=== design 1 ===
<file path="src/rtl/mux_scan_pkg.sv">
// mux_scan_pkg: shared types, sizes and channel-walk helpers for the mux scan controller
package mux_scan_pkg;
  localparam int NCH = 4;
  localparam int SEL_W = 2;
  typedef enum logic [1:0] {IDLE, SCAN, DONE} state_t;
  typedef struct packed {
    logic none;
    logic [SEL_W-1:0] ch;
  } nxt_t;
  // next enabled channel strictly above cur; none=1 when the frame is exhausted
  function automatic nxt_t next_ch(input logic [NCH-1:0] m, input logic [SEL_W-1:0] cur);
    next_ch = '{none: 1'b1, ch: '0};
    for (int i = NCH - 1; i >= 0; i--)
      if (i > int'(cur) && m[i]) next_ch = '{none: 1'b0, ch: SEL_W'(i)};
  endfunction
  // lowest enabled channel of a mask
  function automatic logic [SEL_W-1:0] first_ch(input logic [NCH-1:0] m);
    first_ch = '0;
    for (int i = NCH - 1; i >= 0; i--)
      if (m[i]) first_ch = SEL_W'(i);
  endfunction
endpackage

</file>
<file path="src/rtl/mux_scan_ctrl.sv">
// mux_scan_ctrl: walks a 4:1 mux select over enabled channels, samples y per channel, publishes a frame
module mux_scan_ctrl
  import mux_scan_pkg::*;
#(
  parameter int DWELL = 2
) (
  input  logic             clk,
  input  logic             rst,
  input  logic             start,
  input  logic             cont,
  input  logic [NCH-1:0]   mask,
  input  logic             y,
  input  logic             ready,
  output logic [SEL_W-1:0] sel,
  output logic [NCH-1:0]   data,
  output logic             valid,
  output logic             busy
);
  localparam logic [3:0] RELOAD = 4'(DWELL - 1);
  state_t           state_q, state_d;
  logic [NCH-1:0]   mask_q, mask_d, shadow_q, shadow_d, data_q, data_d;
  logic [SEL_W-1:0] sel_q, sel_d;
  logic [3:0]       cnt_q, cnt_d;
  logic             valid_q, valid_d, busy_q, busy_d;
  nxt_t             nx;
  // next-state: start a frame, dwell and capture per channel, publish when the output slot frees up
  always_comb begin
    state_d = state_q;
    mask_d = mask_q;
    sel_d = sel_q;
    cnt_d = cnt_q;
    shadow_d = shadow_q;
    data_d = data_q;
    valid_d = valid_q & ~ready;
    nx = next_ch(mask_q, sel_q);
    case (state_q)
      IDLE: if (start && mask != '0) begin
        mask_d = mask;
        sel_d = first_ch(mask);
        cnt_d = RELOAD;
        shadow_d = '0;
        state_d = SCAN;
      end
      SCAN: if (cnt_q != '0) cnt_d = cnt_q - 4'd1;
      else begin
        shadow_d[sel_q] = y;
        state_d = nx.none ? DONE : SCAN;
        sel_d = nx.none ? sel_q : nx.ch;
        cnt_d = RELOAD;
      end
      DONE: if (!valid_q || ready) begin
        data_d = shadow_q;
        valid_d = 1'b1;
        state_d = cont ? SCAN : IDLE;
        sel_d = cont ? first_ch(mask_q) : '0;
        cnt_d = cont ? RELOAD : '0;
        shadow_d = cont ? '0 : shadow_q;
      end
      default: state_d = IDLE;
    endcase
    busy_d = state_d != IDLE;
  end
  // state and registered outputs; reset drops any partial frame
  always_ff @(posedge clk or posedge rst) begin
    if (rst) begin
      state_q <= IDLE;
      mask_q <= '0;
      sel_q <= '0;
      cnt_q <= '0;
      shadow_q <= '0;
      data_q <= '0;
      valid_q <= 1'b0;
      busy_q <= 1'b0;
    end else begin
      state_q <= state_d;
      mask_q <= mask_d;
      sel_q <= sel_d;
      cnt_q <= cnt_d;
      shadow_q <= shadow_d;
      data_q <= data_d;
      valid_q <= valid_d;
      busy_q <= busy_d;
    end
  end
  assign sel = sel_q;
  assign data = data_q;
  assign valid = valid_q;
  assign busy = busy_q;
endmodule
</file>
<file path="config.mk">
export PLATFORM = sky130hd
export DESIGN_NAME = mux_scan_ctrl
export DESIGN_NICKNAME = d
export VERILOG_FILES = /design/src/rtl/mux_scan_pkg.sv /design/src/rtl/mux_scan_ctrl.sv
export SDC_FILE = /design/constraint.sdc
export NUM_CORES = 1
export LEC_CHECK = 0
export CAP_MARGIN = 25
export CORE_AREA = 2 2 55 57
export DETAILED_ROUTE_END_ITERATION = 6
export DIE_AREA = 0 0 57 59
export HOLD_SLACK_MARGIN = 0.05
export PLACE_DENSITY = 0.75
export SLEW_MARGIN = 10
export SYNTH_ARGS = -nofsm -noshare
export SYNTH_HDL_FRONTEND = slang
export SYNTH_SLANG_ARGS = --single-unit
</file>
<file path="constraint.sdc">
create_clock -name clk -period 2.35 [get_ports clk]
set_clock_uncertainty 0.15 [all_clocks]
set_input_delay 0.3525 -clock clk [delete_from_list [all_inputs] [get_ports clk]]
set_output_delay 0.3525 -clock clk [all_outputs]
set_load 0.03 [all_outputs]
</file>
=== design 2 ===
`src/rtl/multi_button_processor_pkg.sv`:
```
// Shared types for the multi-button front end.
// Channel state encoding and event indices.
package multi_button_processor_pkg;

    typedef enum logic [2:0] {
        ST_IDLE     = 3'd0,
        ST_PRESS_DB = 3'd1,
        ST_PRESSED  = 3'd2,
        ST_LONG     = 3'd3,
        ST_REL_DB   = 3'd4
    } btn_state_e;

    localparam int EV_SHORT  = 0;
    localparam int EV_LONG   = 1;
    localparam int EV_REPEAT = 2;
    localparam int NUM_EV    = 3;

    function automatic logic is_held(btn_state_e s);
        return s inside {ST_PRESSED, ST_LONG, ST_REL_DB};
    endfunction

endpackage

```
`src/rtl/multi_button_processor_channel.sv`:
```
// One button: synchroniser, debounce/classify FSM and
// three pulse stretchers (short, long, repeat).
module multi_button_processor_channel
    import multi_button_processor_pkg::*;
#(
    parameter int DEBOUNCE_TIME   = 20000,
    parameter int LONG_PRESS_TIME = 2000000,
    parameter int REPEAT_TIME     = 250000,
    parameter int PULSE_WIDTH     = 1000,
    parameter int CNT_W           = 21
) (
    input  logic clk_1mhz,
    input  logic rst_n,
    input  logic button_i,
    output logic short_o,
    output logic long_o,
    output logic repeat_o,
    output logic held_o
);

    typedef logic [CNT_W-1:0] cnt_t;

    localparam cnt_t DB_C = cnt_t'(DEBOUNCE_TIME);
    localparam cnt_t LP_C = cnt_t'(LONG_PRESS_TIME);
    localparam cnt_t RP_C = cnt_t'(REPEAT_TIME);
    localparam cnt_t PW_C = cnt_t'(PULSE_WIDTH);

    logic [1:0]  sync_q;
    logic        smp;
    btn_state_e  state_q, state_d;
    cnt_t        db_q, db_d;
    cnt_t        hold_q, hold_d;
    cnt_t        rep_q, rep_d;
    logic        ld_q, ld_d;
    logic        held_q;
    logic        go_rel, do_hold, do_rep, fin;
    logic [NUM_EV-1:0] ev_q, ev_d;
    logic [NUM_EV-1:0] pout_q, pout_d;
    logic [NUM_EV-1:0][CNT_W-1:0] pcnt_q, pcnt_d;

    assign smp = sync_q[1];

    // Two-flop synchroniser for the raw button.
    always_ff @(posedge clk_1mhz or negedge rst_n) begin
        if (!rst_n) sync_q <= '0;
        else        sync_q <= {sync_q[0], button_i};
    end

    // State, counters, long_done flag and event strobes.
    always_ff @(posedge clk_1mhz or negedge rst_n) begin
        if (!rst_n) begin
            state_q <= ST_IDLE;
            db_q    <= '0;
            hold_q  <= '0;
            rep_q   <= '0;
            ld_q    <= 1'b0;
            ev_q    <= '0;
            held_q  <= 1'b0;
        end else begin
            state_q <= state_d;
            db_q    <= db_d;
            hold_q  <= hold_d;
            rep_q   <= rep_d;
            ld_q    <= ld_d;
            ev_q    <= ev_d;
            held_q  <= is_held(state_d);
        end
    end

    // Next state: debounce both edges, freeze timing during release bounce.
    always_comb begin
        state_d = state_q;
        db_d    = db_q;
        hold_d  = hold_q;
        rep_d   = rep_q;
        ld_d    = ld_q;
        ev_d    = '0;
        go_rel  = 1'b0;
        do_hold = 1'b0;
        do_rep  = 1'b0;
        fin     = 1'b0;
        unique case (state_q)
            ST_IDLE: begin
                db_d   = '0;
                hold_d = '0;
                rep_d  = '0;
                if (smp) begin
                    if (DB_C == cnt_t'(1)) begin
                        state_d = ST_PRESSED;
                    end else begin
                        state_d = ST_PRESS_DB;
                        db_d    = cnt_t'(1);
                    end
                end
            end
            ST_PRESS_DB: begin
                if (!smp) begin
                    state_d = ST_IDLE;
                    db_d    = '0;
                end else if (db_q + 1'b1 == DB_C) begin
                    state_d = ST_PRESSED;
                    db_d    = '0;
                    hold_d  = '0;
                end else begin
                    db_d = db_q + 1'b1;
                end
            end
            ST_PRESSED: begin
                if (smp) do_hold = 1'b1;
                else     go_rel  = 1'b1;
            end
            ST_LONG: begin
                if (smp) do_rep = 1'b1;
                else     go_rel = 1'b1;
            end
            ST_REL_DB: begin
                if (smp) begin
                    state_d = ld_q ? ST_LONG : ST_PRESSED;
                    db_d    = '0;
                    do_hold = !ld_q;
                    do_rep  = ld_q;
                end else if (db_q + 1'b1 == DB_C) begin
                    fin = 1'b1;
                end else begin
                    db_d = db_q + 1'b1;
                end
            end
            default: state_d = ST_IDLE;
        endcase
        if (go_rel) begin
            if (DB_C == cnt_t'(1)) begin
                fin = 1'b1;
            end else begin
                state_d = ST_REL_DB;
                db_d    = cnt_t'(1);
            end
        end
        if (fin) begin
            state_d        = ST_IDLE;
            ev_d[EV_SHORT] = !ld_q;
            ld_d           = 1'b0;
            db_d           = '0;
            hold_d         = '0;
            rep_d          = '0;
        end
        if (do_hold) begin
            hold_d = hold_q + 1'b1;
            if (hold_d == LP_C) begin
                state_d       = ST_LONG;
                ev_d[EV_LONG] = 1'b1;
                rep_d         = '0;
                ld_d          = 1'b1;
            end
        end
        if (do_rep && RP_C != '0) begin
            if (rep_q + 1'b1 == RP_C) begin
                rep_d           = '0;
                ev_d[EV_REPEAT] = 1'b1;
            end else begin
                rep_d = rep_q + 1'b1;
            end
        end
    end

    // Pulse stretcher registers, one per event type.
    always_ff @(posedge clk_1mhz or negedge rst_n) begin
        if (!rst_n) begin
            pcnt_q <= '0;
            pout_q <= '0;
        end else begin
            pcnt_q <= pcnt_d;
            pout_q <= pout_d;
        end
    end

    // An event reloads the full width; output stays high PULSE_WIDTH cycles.
    always_comb begin
        pcnt_d = pcnt_q;
        pout_d = '0;
        for (int e = 0; e < NUM_EV; e++) begin
            if (ev_q[e])                pcnt_d[e] = PW_C;
            else if (pcnt_q[e] != '0)   pcnt_d[e] = pcnt_q[e] - 1'b1;
            pout_d[e] = ev_q[e] | (pcnt_q[e] > cnt_t'(1));
        end
    end

    assign short_o  = pout_q[EV_SHORT];
    assign long_o   = pout_q[EV_LONG];
    assign repeat_o = pout_q[EV_REPEAT];
    assign held_o   = held_q;

endmodule

```
`src/rtl/multi_button_processor.sv`:
```
// N-channel pushbutton front end: independent
// debounced short/long/repeat classifiers per button.
module multi_button_processor
    import multi_button_processor_pkg::*;
#(
    parameter int NUM_BUTTONS     = 2,
    parameter int DEBOUNCE_TIME   = 20000,
    parameter int LONG_PRESS_TIME = 2000000,
    parameter int REPEAT_TIME     = 250000,
    parameter int PULSE_WIDTH     = 1000,
    parameter int CNT_W           = 21
) (
    input  logic                   clk_1mhz,
    input  logic                   rst_n,
    input  logic [NUM_BUTTONS-1:0] buttons_i,
    output logic [NUM_BUTTONS-1:0] short_o,
    output logic [NUM_BUTTONS-1:0] long_o,
    output logic [NUM_BUTTONS-1:0] repeat_o,
    output logic [NUM_BUTTONS-1:0] held_o
);

    for (genvar i = 0; i < NUM_BUTTONS; i++) begin : g_ch
        multi_button_processor_channel #(
            .DEBOUNCE_TIME  (DEBOUNCE_TIME),
            .LONG_PRESS_TIME(LONG_PRESS_TIME),
            .REPEAT_TIME    (REPEAT_TIME),
            .PULSE_WIDTH    (PULSE_WIDTH),
            .CNT_W          (CNT_W)
        ) u_ch (
            .clk_1mhz(clk_1mhz),
            .rst_n   (rst_n),
            .button_i(buttons_i[i]),
            .short_o (short_o[i]),
            .long_o  (long_o[i]),
            .repeat_o(repeat_o[i]),
            .held_o  (held_o[i])
        );
    end

endmodule

```
`config.mk`:
```
export PLATFORM = sky130hd
export DESIGN_NAME = multi_button_processor
export DESIGN_NICKNAME = d
export VERILOG_FILES = /design/src/rtl/multi_button_processor_pkg.sv /design/src/rtl/multi_button_processor_channel.sv /design/src/rtl/multi_button_processor.sv
export SDC_FILE = /design/constraint.sdc
export NUM_CORES = 1
export LEC_CHECK = 0
export CAP_MARGIN = 20
export CORE_MARGIN = 3
export CORE_UTILIZATION = 40
export CTS_CLUSTER_SIZE = 30
export DETAILED_ROUTE_END_ITERATION = 8
export PLACE_DENSITY = 0.53
export SLEW_MARGIN = 20
export SYNTH_ARGS = -nofsm -noshare
export SYNTH_HDL_FRONTEND = slang
export SYNTH_SLANG_ARGS = --single-unit
```
`constraint.sdc`:
```
create_clock -name clk_1mhz -period 9.2 [get_ports clk_1mhz]
set_input_delay 2.76 -clock clk_1mhz [delete_from_list [all_inputs] [get_ports clk_1mhz]]
set_output_delay 2.76 -clock clk_1mhz [all_outputs]
set_load 0.005 [all_outputs]
```

==> screenshots <==
The metal 1 layer.
Supply wires on this layer in grey.
Plate I
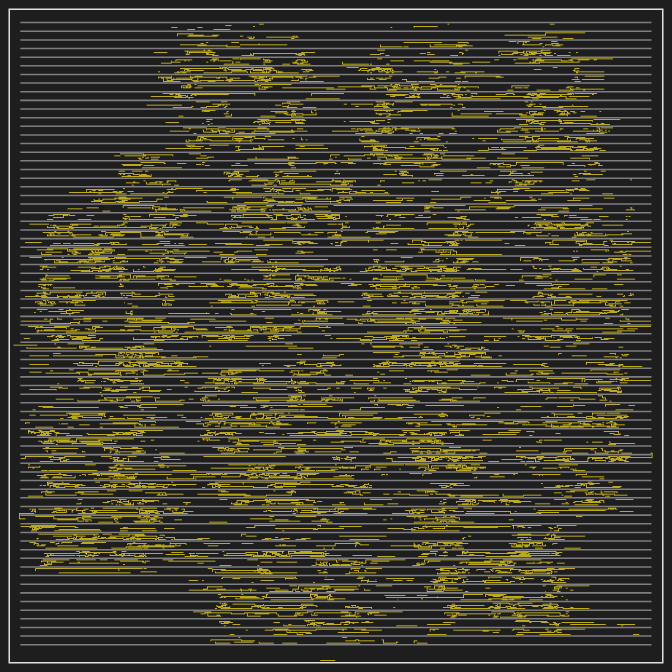
Plate II
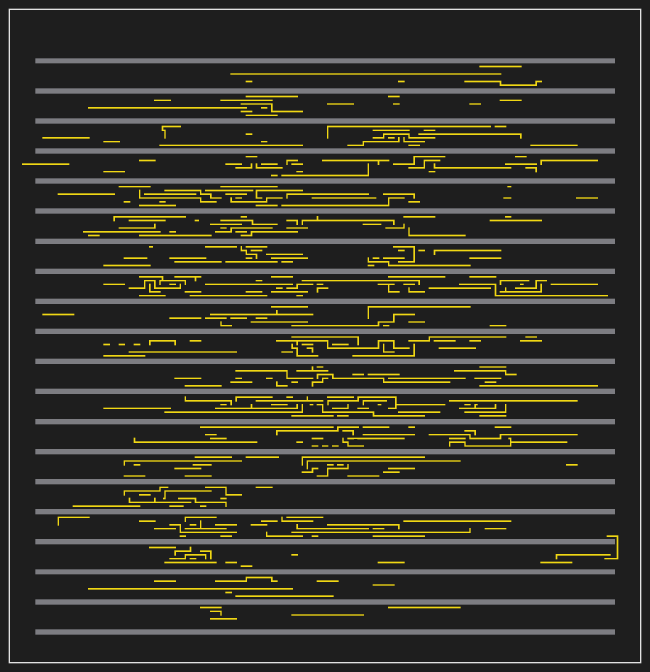
- Plate II = design 1
- Plate I = design 2

Key to Plate II:
main direction = horizontal
wire length on this layer = 1200 um

Fig. 1: design 2, track usage over the die
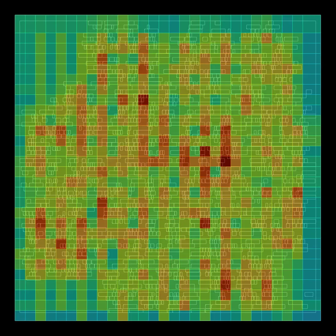
met2 GRT Util: 0.271
GRT Overall Usage: 0.166
GRT busiest layer: met2
Global Route met1 Usage: 0.230
final design utilization: 0.451

==> summary.txt, design 2 <==
run results: status complete, no violations, TAP cells 518, Post-synth EDFFs 0, yosys cell count approximately 1800, OpenROAD warnings 36, worst path cell trace clkdlybuf4s50_1, Synthesis Warnings 0, Hold Crit Class register to register, Die X between 200 and 250 um, Via Count about 13000, Largest delay share family, worst path buffers and inverters, Final Wtd Congestion ~0.77, heaviest power group clock, ANT cells 0, non-clock buffer count 18, initial core utilization 0.408, CTS resizes 0
-- design 2: kinds of logic after synthesis --
| family | share of synthesized area |
|---|---|
| AND/OR/NAND/NOR | 0.272 |
| AND-OR/OR-AND | 0.160 |
| flip-flops | 0.438 |
| buffers and inverters | 0.0392 |
| XOR/XNOR | 0.0612 |
| multiplexers | 0.0140 |
| adder cells (fa/ha/maj) | 0.0158 |
-- design 2: metal layers --
metal	global-route usage	part of all wire	wire, um	vias to the layer above
met5	0	0	0	-
met4	0.0452	0.016	537	0
met3	0.0248	0.027	908	39
met2	0.271	0.46	15600	123
met1	0.230	0.50	17000	6197
li1	-	-	-	6457
Fig. 2: design 1, port wiring
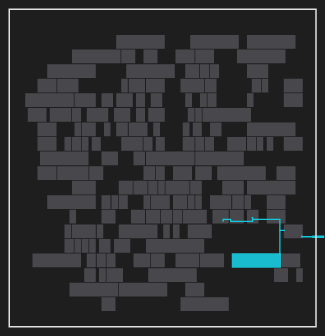
cyan -> valid  # bits 1, direction output, end cells 1, buffers 1, wire 22.0 um

==> summary.txt, design 1 <==
run results: Top FF cell, synth dfrtp_1, worst path cell trace inv_1 -> ha_1 -> and3b_1 -> a211oi_4 -> nand3_2 -> or2_1 -> o31ai_2, Pint 1250 uW, row count 19, Cell area leaders dfrtp_1, ha_1, mux2_2, adder-cell share of the synthesized area 0.0680, Final Wtd Congestion roughly 0.87, combinational share of power 0.544, total power 2200 uW, Starting DRT DRC Count 34, final design utilization 0.583, GRT Overall Usage 0.180, yosys cell count between 100 and 150, clock buffer depth 2, sequential share of power 0.322, metal3 WL 120 um, P_leak between 0.0006 and 0.0007 uW, final wirelength around 2.7 mm, Seq share, synth 0.427, fillers roughly 250, status complete, no violations, share of layout cells above drive strength 1 0.135, Post-synth EDFFs 0, die area around 3400 um2, CTS resizes 0, Hold Crit Class input port to async pin, CTS tree yes, top-count cell post-synth dfrtp_1, total CTS buffers 3, WL met2 1.32 mm, post-synth cell types about 41, Final Hold Viols 0, Worst R2R Start state_q[0], GRT busiest layer met2, Critical path origin state_q[0], initial antenna violation count 0, Critical Path Source Type register, non-filler instance count after layout approximately 190, met1 WL 1.20 mm, unrepaired setup endpoints after global routing false
[design 1: state kept, by name, indices dropped and copies added (netlist names)]
register	flops
busy	1
cnt_q	4
data	4
mask_q	4
sel	2
shadow_q	4
state_q	2
valid	1
[design 1: cell families after synthesis]
logic type      after synthesis
compound gates               39
buf+inv                      13
mux                          10
flops                        22
fa+ha+maj                     7
simple gates                 41
[design 1: cell type report]
cell class	instances	area share
Multi-Input combinational cell	97	0.436
Inverter	11	0.0261
Sequential cell	22	0.348
Tap cell	31	0.0245
Clock inverter	1	0.0190
Timing Repair Buffer	22	0.131
Clock buffer	3	0.0143

=== design 3 ===
Fig. 3: design 3, port wiring
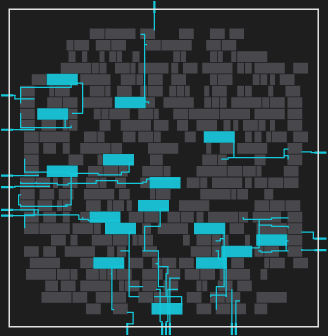

===== src/rtl/fetch_stage.sv =====
// Instruction-fetch stage: owns the fetch PC and the IF/ID register, with stall and flush.
// Optional performance counters (stall_cnt, flush_cnt, perf_clr) are built when FETCH_PERF_EN is defined.

// state | meaning
// BOOT  | first cycle after reset; pc parked at RESET_PC, IF/ID kept as a bubble
// RUN   | normal fetch with flush > hazard > advance priority
module fetch_stage #(
  parameter logic [15:0] RESET_PC  = 16'h0000,
  parameter logic [15:0] NOP_INSTR = 16'h0000,
  parameter int          CNT_W     = 16
) (
  input  logic             clk,
  input  logic             rst,
  input  logic [15:0]      nxt_pc,
  input  logic             hazard,
  input  logic             flush,
  input  logic [15:0]      imem_rdata,
  output logic [15:0]      pc,
  output logic [15:0]      imem_addr,
  output logic [15:0]      if_pc,
  output logic [15:0]      if_instr,
  output logic             if_valid
`ifdef FETCH_PERF_EN
  ,
  output logic [CNT_W-1:0] stall_cnt,
  output logic [CNT_W-1:0] flush_cnt,
  input  logic             perf_clr
`endif
);

  typedef enum logic {BOOT, RUN} state_t;

  state_t state;

  assign imem_addr = pc;

  always_ff @(posedge clk) begin
    if (rst) begin
      state    <= BOOT;
      pc       <= RESET_PC;
      if_pc    <= 16'h0000;
      if_instr <= NOP_INSTR;
      if_valid <= 1'b0;
    end else begin
      case (state)
        BOOT: state <= RUN;
        RUN: begin
          if (flush) begin
            pc       <= nxt_pc;
            if_pc    <= pc;
            if_instr <= NOP_INSTR;
            if_valid <= 1'b0;
          end else if (!hazard) begin
            pc       <= nxt_pc;
            if_pc    <= pc;
            if_instr <= imem_rdata;
            if_valid <= 1'b1;
          end
        end
        default: state <= BOOT;
      endcase
    end
  end

`ifdef FETCH_PERF_EN
  // Both counters saturate; a clear wins over an increment in the same cycle.
  always_ff @(posedge clk) begin
    if (rst || perf_clr) begin
      stall_cnt <= '0;
      flush_cnt <= '0;
    end else if (state == RUN) begin
      if (flush) begin
        if (flush_cnt != '1) flush_cnt <= flush_cnt + 1'b1;
      end else if (hazard) begin
        if (stall_cnt != '1) stall_cnt <= stall_cnt + 1'b1;
      end
    end
  end
`endif

endmodule

===== config.mk =====
export PLATFORM = sky130hd
export DESIGN_NAME = fetch_stage
export DESIGN_NICKNAME = d
export VERILOG_FILES = /design/src/rtl/fetch_stage.sv
export SDC_FILE = /design/constraint.sdc
export NUM_CORES = 1
export LEC_CHECK = 0
export CORE_AREA = 2 2 71 73
export CTS_BUF_LIST = sky130_fd_sc_hd__clkbuf_4 sky130_fd_sc_hd__clkbuf_8
export DETAILED_ROUTE_END_ITERATION = 16
export DIE_AREA = 0 0 73 75
export PLACE_DENSITY_LB_ADDON = 0.12
export SLEW_MARGIN = 20
export SYNTH_ARGS = -nofsm -noshare
export SYNTH_HDL_FRONTEND = slang
export SYNTH_SLANG_ARGS = --single-unit

===== constraint.sdc =====
create_clock -name clk -period 2.6 [get_ports clk]
set_clock_uncertainty 0.05 [all_clocks]
set_input_delay 0.65 -clock clk [delete_from_list [all_inputs] [get_ports clk]]
set_output_delay 0.65 -clock clk [all_outputs]
set_load 0.05 [all_outputs]

=== design 4 ===
<file path="config.mk">
export PLATFORM = sky130hd
export DESIGN_NAME = fft_frame_loader
export DESIGN_NICKNAME = d
export VERILOG_FILES = /design/src/rtl/fft_frame_loader.sv
export SDC_FILE = /design/constraint.sdc
export NUM_CORES = 2
export LEC_CHECK = 0
export CORE_AREA = 2 2 415 417
export CTS_CLUSTER_DIAMETER = 120
export CTS_CLUSTER_SIZE = 14
export DETAILED_ROUTE_END_ITERATION = 8
export DIE_AREA = 0 0 417 419
export MAX_ROUTING_LAYER = met4
export PLACE_DENSITY = 0.66
export SLEW_MARGIN = 20
export SYNTH_ARGS = -nofsm -noshare
export SYNTH_HDL_FRONTEND = slang
export SYNTH_SLANG_ARGS = --single-unit
export TNS_END_PERCENT = 100
</file>
<file path="constraint.sdc">
create_clock -name clk -period 4.15 [get_ports clk]
set_input_delay 0.6225 -clock clk [delete_from_list [all_inputs] [get_ports clk]]
set_output_delay 0.6225 -clock clk [all_outputs]
set_load 0.03 [all_outputs]
</file>
<file path="src/rtl/fft_frame_loader.sv">
// Streaming front end for the 32-point radix-2 DIT butterfly array: packs samples into
// ping-pong frame banks and presents the held frame as one flat bus in bit-reversed order.
module fft_frame_loader #(
  parameter int N     = 32,
  parameter int LOG2N = 5,
  parameter int DW    = 32
) (
  input  logic              clk,
  input  logic              rst_n,
  input  logic              s_valid,
  output logic              s_ready,
  input  logic [DW-1:0]     s_data,
  input  logic              s_last,
  output logic              frame_valid,
  input  logic              frame_ready,
  output logic [N*DW-1:0]   frame_data,
  output logic              frame_err
);

  logic             init_q;
  logic             wr_bank_q, wr_bank_d;
  logic             rd_bank_q, rd_bank_d;
  logic [LOG2N-1:0] count_q, count_d;
  logic [1:0]       full_q, full_d;
  logic             err_q, err_d;
  logic [DW-1:0]    bank_q [2][N];

  logic accept;
  logic frame_take;
  logic last_slot;

  function automatic logic [LOG2N-1:0] bitrev(input logic [LOG2N-1:0] k);
    logic [LOG2N-1:0] r;
    for (int i = 0; i < LOG2N; i++) r[i] = k[LOG2N-1-i];
    return r;
  endfunction

  // init_q keeps s_ready low through reset and until the first edge after release.
  assign s_ready     = init_q && !full_q[wr_bank_q];
  assign frame_valid = full_q[rd_bank_q];
  assign frame_err   = err_q;
  assign accept      = s_valid && s_ready;
  assign frame_take  = frame_valid && frame_ready;
  assign last_slot   = (count_q == LOG2N'(N-1));

  // NOTE: every always_comb output gets a default first so no latch is inferred.
  always_comb begin
    wr_bank_d = wr_bank_q;
    rd_bank_d = rd_bank_q;
    count_d   = count_q;
    full_d    = full_q;
    err_d     = 1'b0;

    // Release and completion always hit different banks, so both may land together.
    if (frame_take) begin
      full_d[rd_bank_q] = 1'b0;
      rd_bank_d         = !rd_bank_q;
    end

    if (accept) begin
      if (last_slot) begin
        full_d[wr_bank_q] = 1'b1;
        wr_bank_d         = !wr_bank_q;
        count_d           = '0;
        err_d             = !s_last;
      end else if (s_last) begin
        count_d = '0;
        err_d   = 1'b1;
      end else begin
        count_d = count_q + 1'b1;
      end
    end
  end

  // NOTE: sequential state uses non-blocking assignments only.
  always_ff @(posedge clk or negedge rst_n) begin
    if (!rst_n) begin
      init_q    <= 1'b0;
      wr_bank_q <= 1'b0;
      rd_bank_q <= 1'b0;
      count_q   <= '0;
      full_q    <= '0;
      err_q     <= 1'b0;
    end else begin
      init_q    <= 1'b1;
      wr_bank_q <= wr_bank_d;
      rd_bank_q <= rd_bank_d;
      count_q   <= count_d;
      full_q    <= full_d;
      err_q     <= err_d;
    end
  end

  // NOTE: sample storage has no reset; full_q alone decides whether bank contents mean anything.
  always_ff @(posedge clk) begin
    if (accept) bank_q[wr_bank_q][bitrev(count_q)] <= s_data;
  end

  // Bus is zero whenever no frame is held, which also covers the reset state.
  always_comb begin
    frame_data = '0;
    for (int k = 0; k < N; k++) begin
      if (frame_valid) frame_data[DW*k +: DW] = bank_q[rd_bank_q][k];
    end
  end

endmodule

</file>
Fig. 4: design 3, track usage over the die
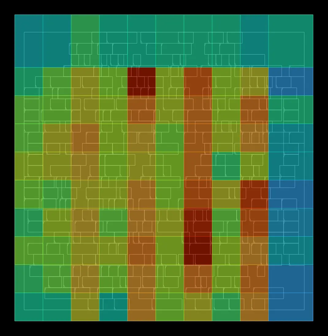
met3 usage: 0.0629
GRT busiest layer: met2

Notes on Fig. 3 above:
cyan -> pc  # bits 16, direction output, end cells 16, buffers 16, wire 490 um

==> summary.txt, design 3 <==
run results: status complete, no violations, combinational share of power 0.252, setup bufs post-CTS 0, Top-area cell share 0.482, 1st-pass router iterations 4, most instantiated logic cell after routing clkdlybuf4s50_1, met1 WL ~2.4 mm, Critical path buffers and inverters 1, Syn Area/Cell 9.53 um2, Critical R2R Capture if_instr[10], Final Hold Viols 0, max-cap violation count 0, row count 25, CP Depth 1, global-route wire length before repair about 8.1 mm, Hold Crit Class register to register, clock root buffer clkbuf_8, P_clk roughly 440 uW, placed instance area 2970 um2, total congestion overflow 0, Max stage delay on crit path between 800 and 900 ps
-- design 3: final cells by class --
| class | instances | area, um2 | share of cell area |
|---|---|---|---|
| repair buffers | 108 | 1060 | 0.347 |
| flip-flops and latches | 50 | 1000 | 0.328 |
| clock buffers | 6 | 82.6 | 0.0270 |
| inverters | 3 | 11.3 | 0.00369 |
| multi-input cells | 133 | 832 | 0.272 |
| well taps | 54 | 67.6 | 0.0221 |
-- design 3: worst reg2reg max path, stage by stage (launching register included) --
cell and delay, ps:
dfxtp_1 360, inv_1 570, buf_4 330, o21ai_0 120
a21oi_1 120
Fig. 5: design 4, track usage over the die
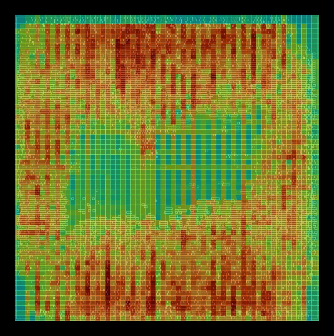
GRT Overall Usage: 0.272
WL per Instance: 30.1 um
GRT busiest layer: met2
met3 usage: 0.0335

==> summary.txt, design 4 <==
run results: final wirelength 238 mm, worst setup margin 78.1 ps, Max Used Layer met4, status complete, no violations, MUX share of area 0.132, ANT cells 11, Data buffer area share 0.125, CTS resizes 0, CTS clock-pin slew for the worst setup and hold paths 70 ps, P_leak around 0.029 uW, invs w/o clock 7, CTS tree yes, P_sw ~7800 uW, Critical path origin rd_bank_q, TAP cells ~2200, row count between 150 and 200, final worst path period need 4070 ps, Min-Delay Endpoint bank_q[1][833], met1 WL approximately 90 mm, Comb/total area 0.158, Die X roughly 420 um, die area about 170000 um2, VDD IR max 0.000385 V, placed instance area between 90000 and 100000 um2, syn nets between 4000 and 5000, FFs w/ async S/R, synth 0.00534, clk sink count around 2100, MI comb cells 2173, fillers ~13000, OpenROAD warnings between 40 and 50, Seq share, synth 0.794, vias per cell ~5.6
[design 4: metal layers]
metal  up-vias  track usage
met5         -            -
met4         0        0.131
met3       430       0.0335
met2      2075        0.448
met1     22600        0.337
li1      18796            -
[design 4: power groups by stage]
| stage | clock network [uW] | logic, uW | registers [uW] |
|---|---|---|---|
| floorplan | 0 | 92.2 | 23400 |
| global placement | 0 | 808 | 23400 |
| global route | 15200 | 851 | 22900 |
| finish | 14300 | 823 | 23000 |
| detailed placement | 0 | 831 | 23400 |
| CTS | 14500 | 831 | 23000 |


## Gallery

Local utilization.
shot_01.png
The die is cut into 21 by 21 equal tiles; white is low, dark blue is high, 0 to 100% covered.
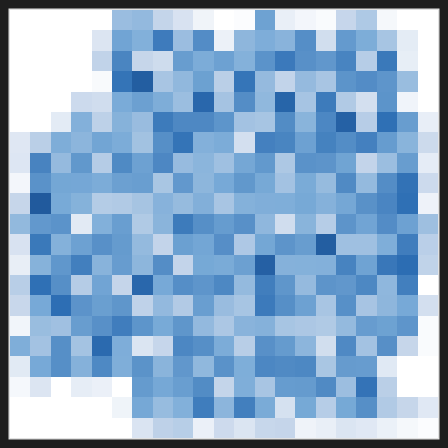
shot_02.png
The die is cut into 11 by 12 equal tiles; white is low, dark blue is high, 0 to 100% covered.
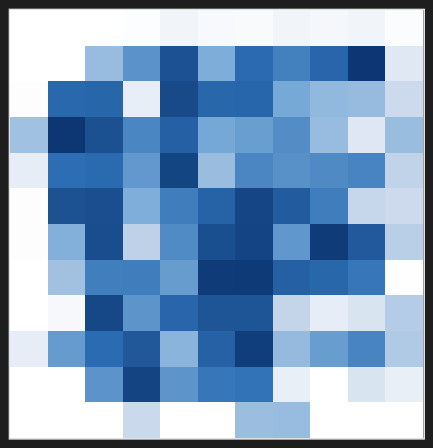
shot_03.png
The die is cut into 21 by 21 equal tiles; white is low, dark blue is high, 0 to 100% covered.
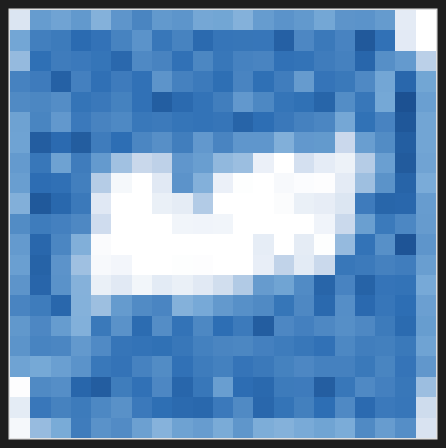
shot_04.png
The die is cut into 7 by 8 equal tiles; white is low, dark blue is high, 0 to 100% covered.
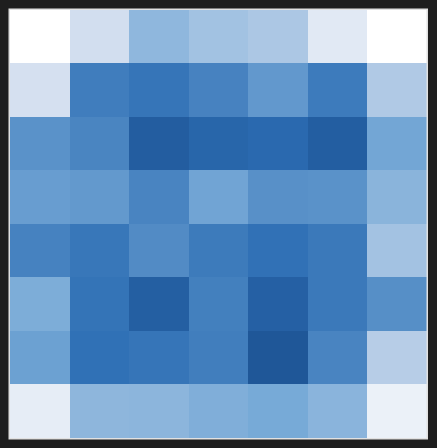
Of these, lowest utilization: shot_01.png
- shot_03.png = design 4
- shot_02.png = design 1
- shot_04.png = design 3
- shot_01.png = design 2

Power and IR drop assume default switching activity.
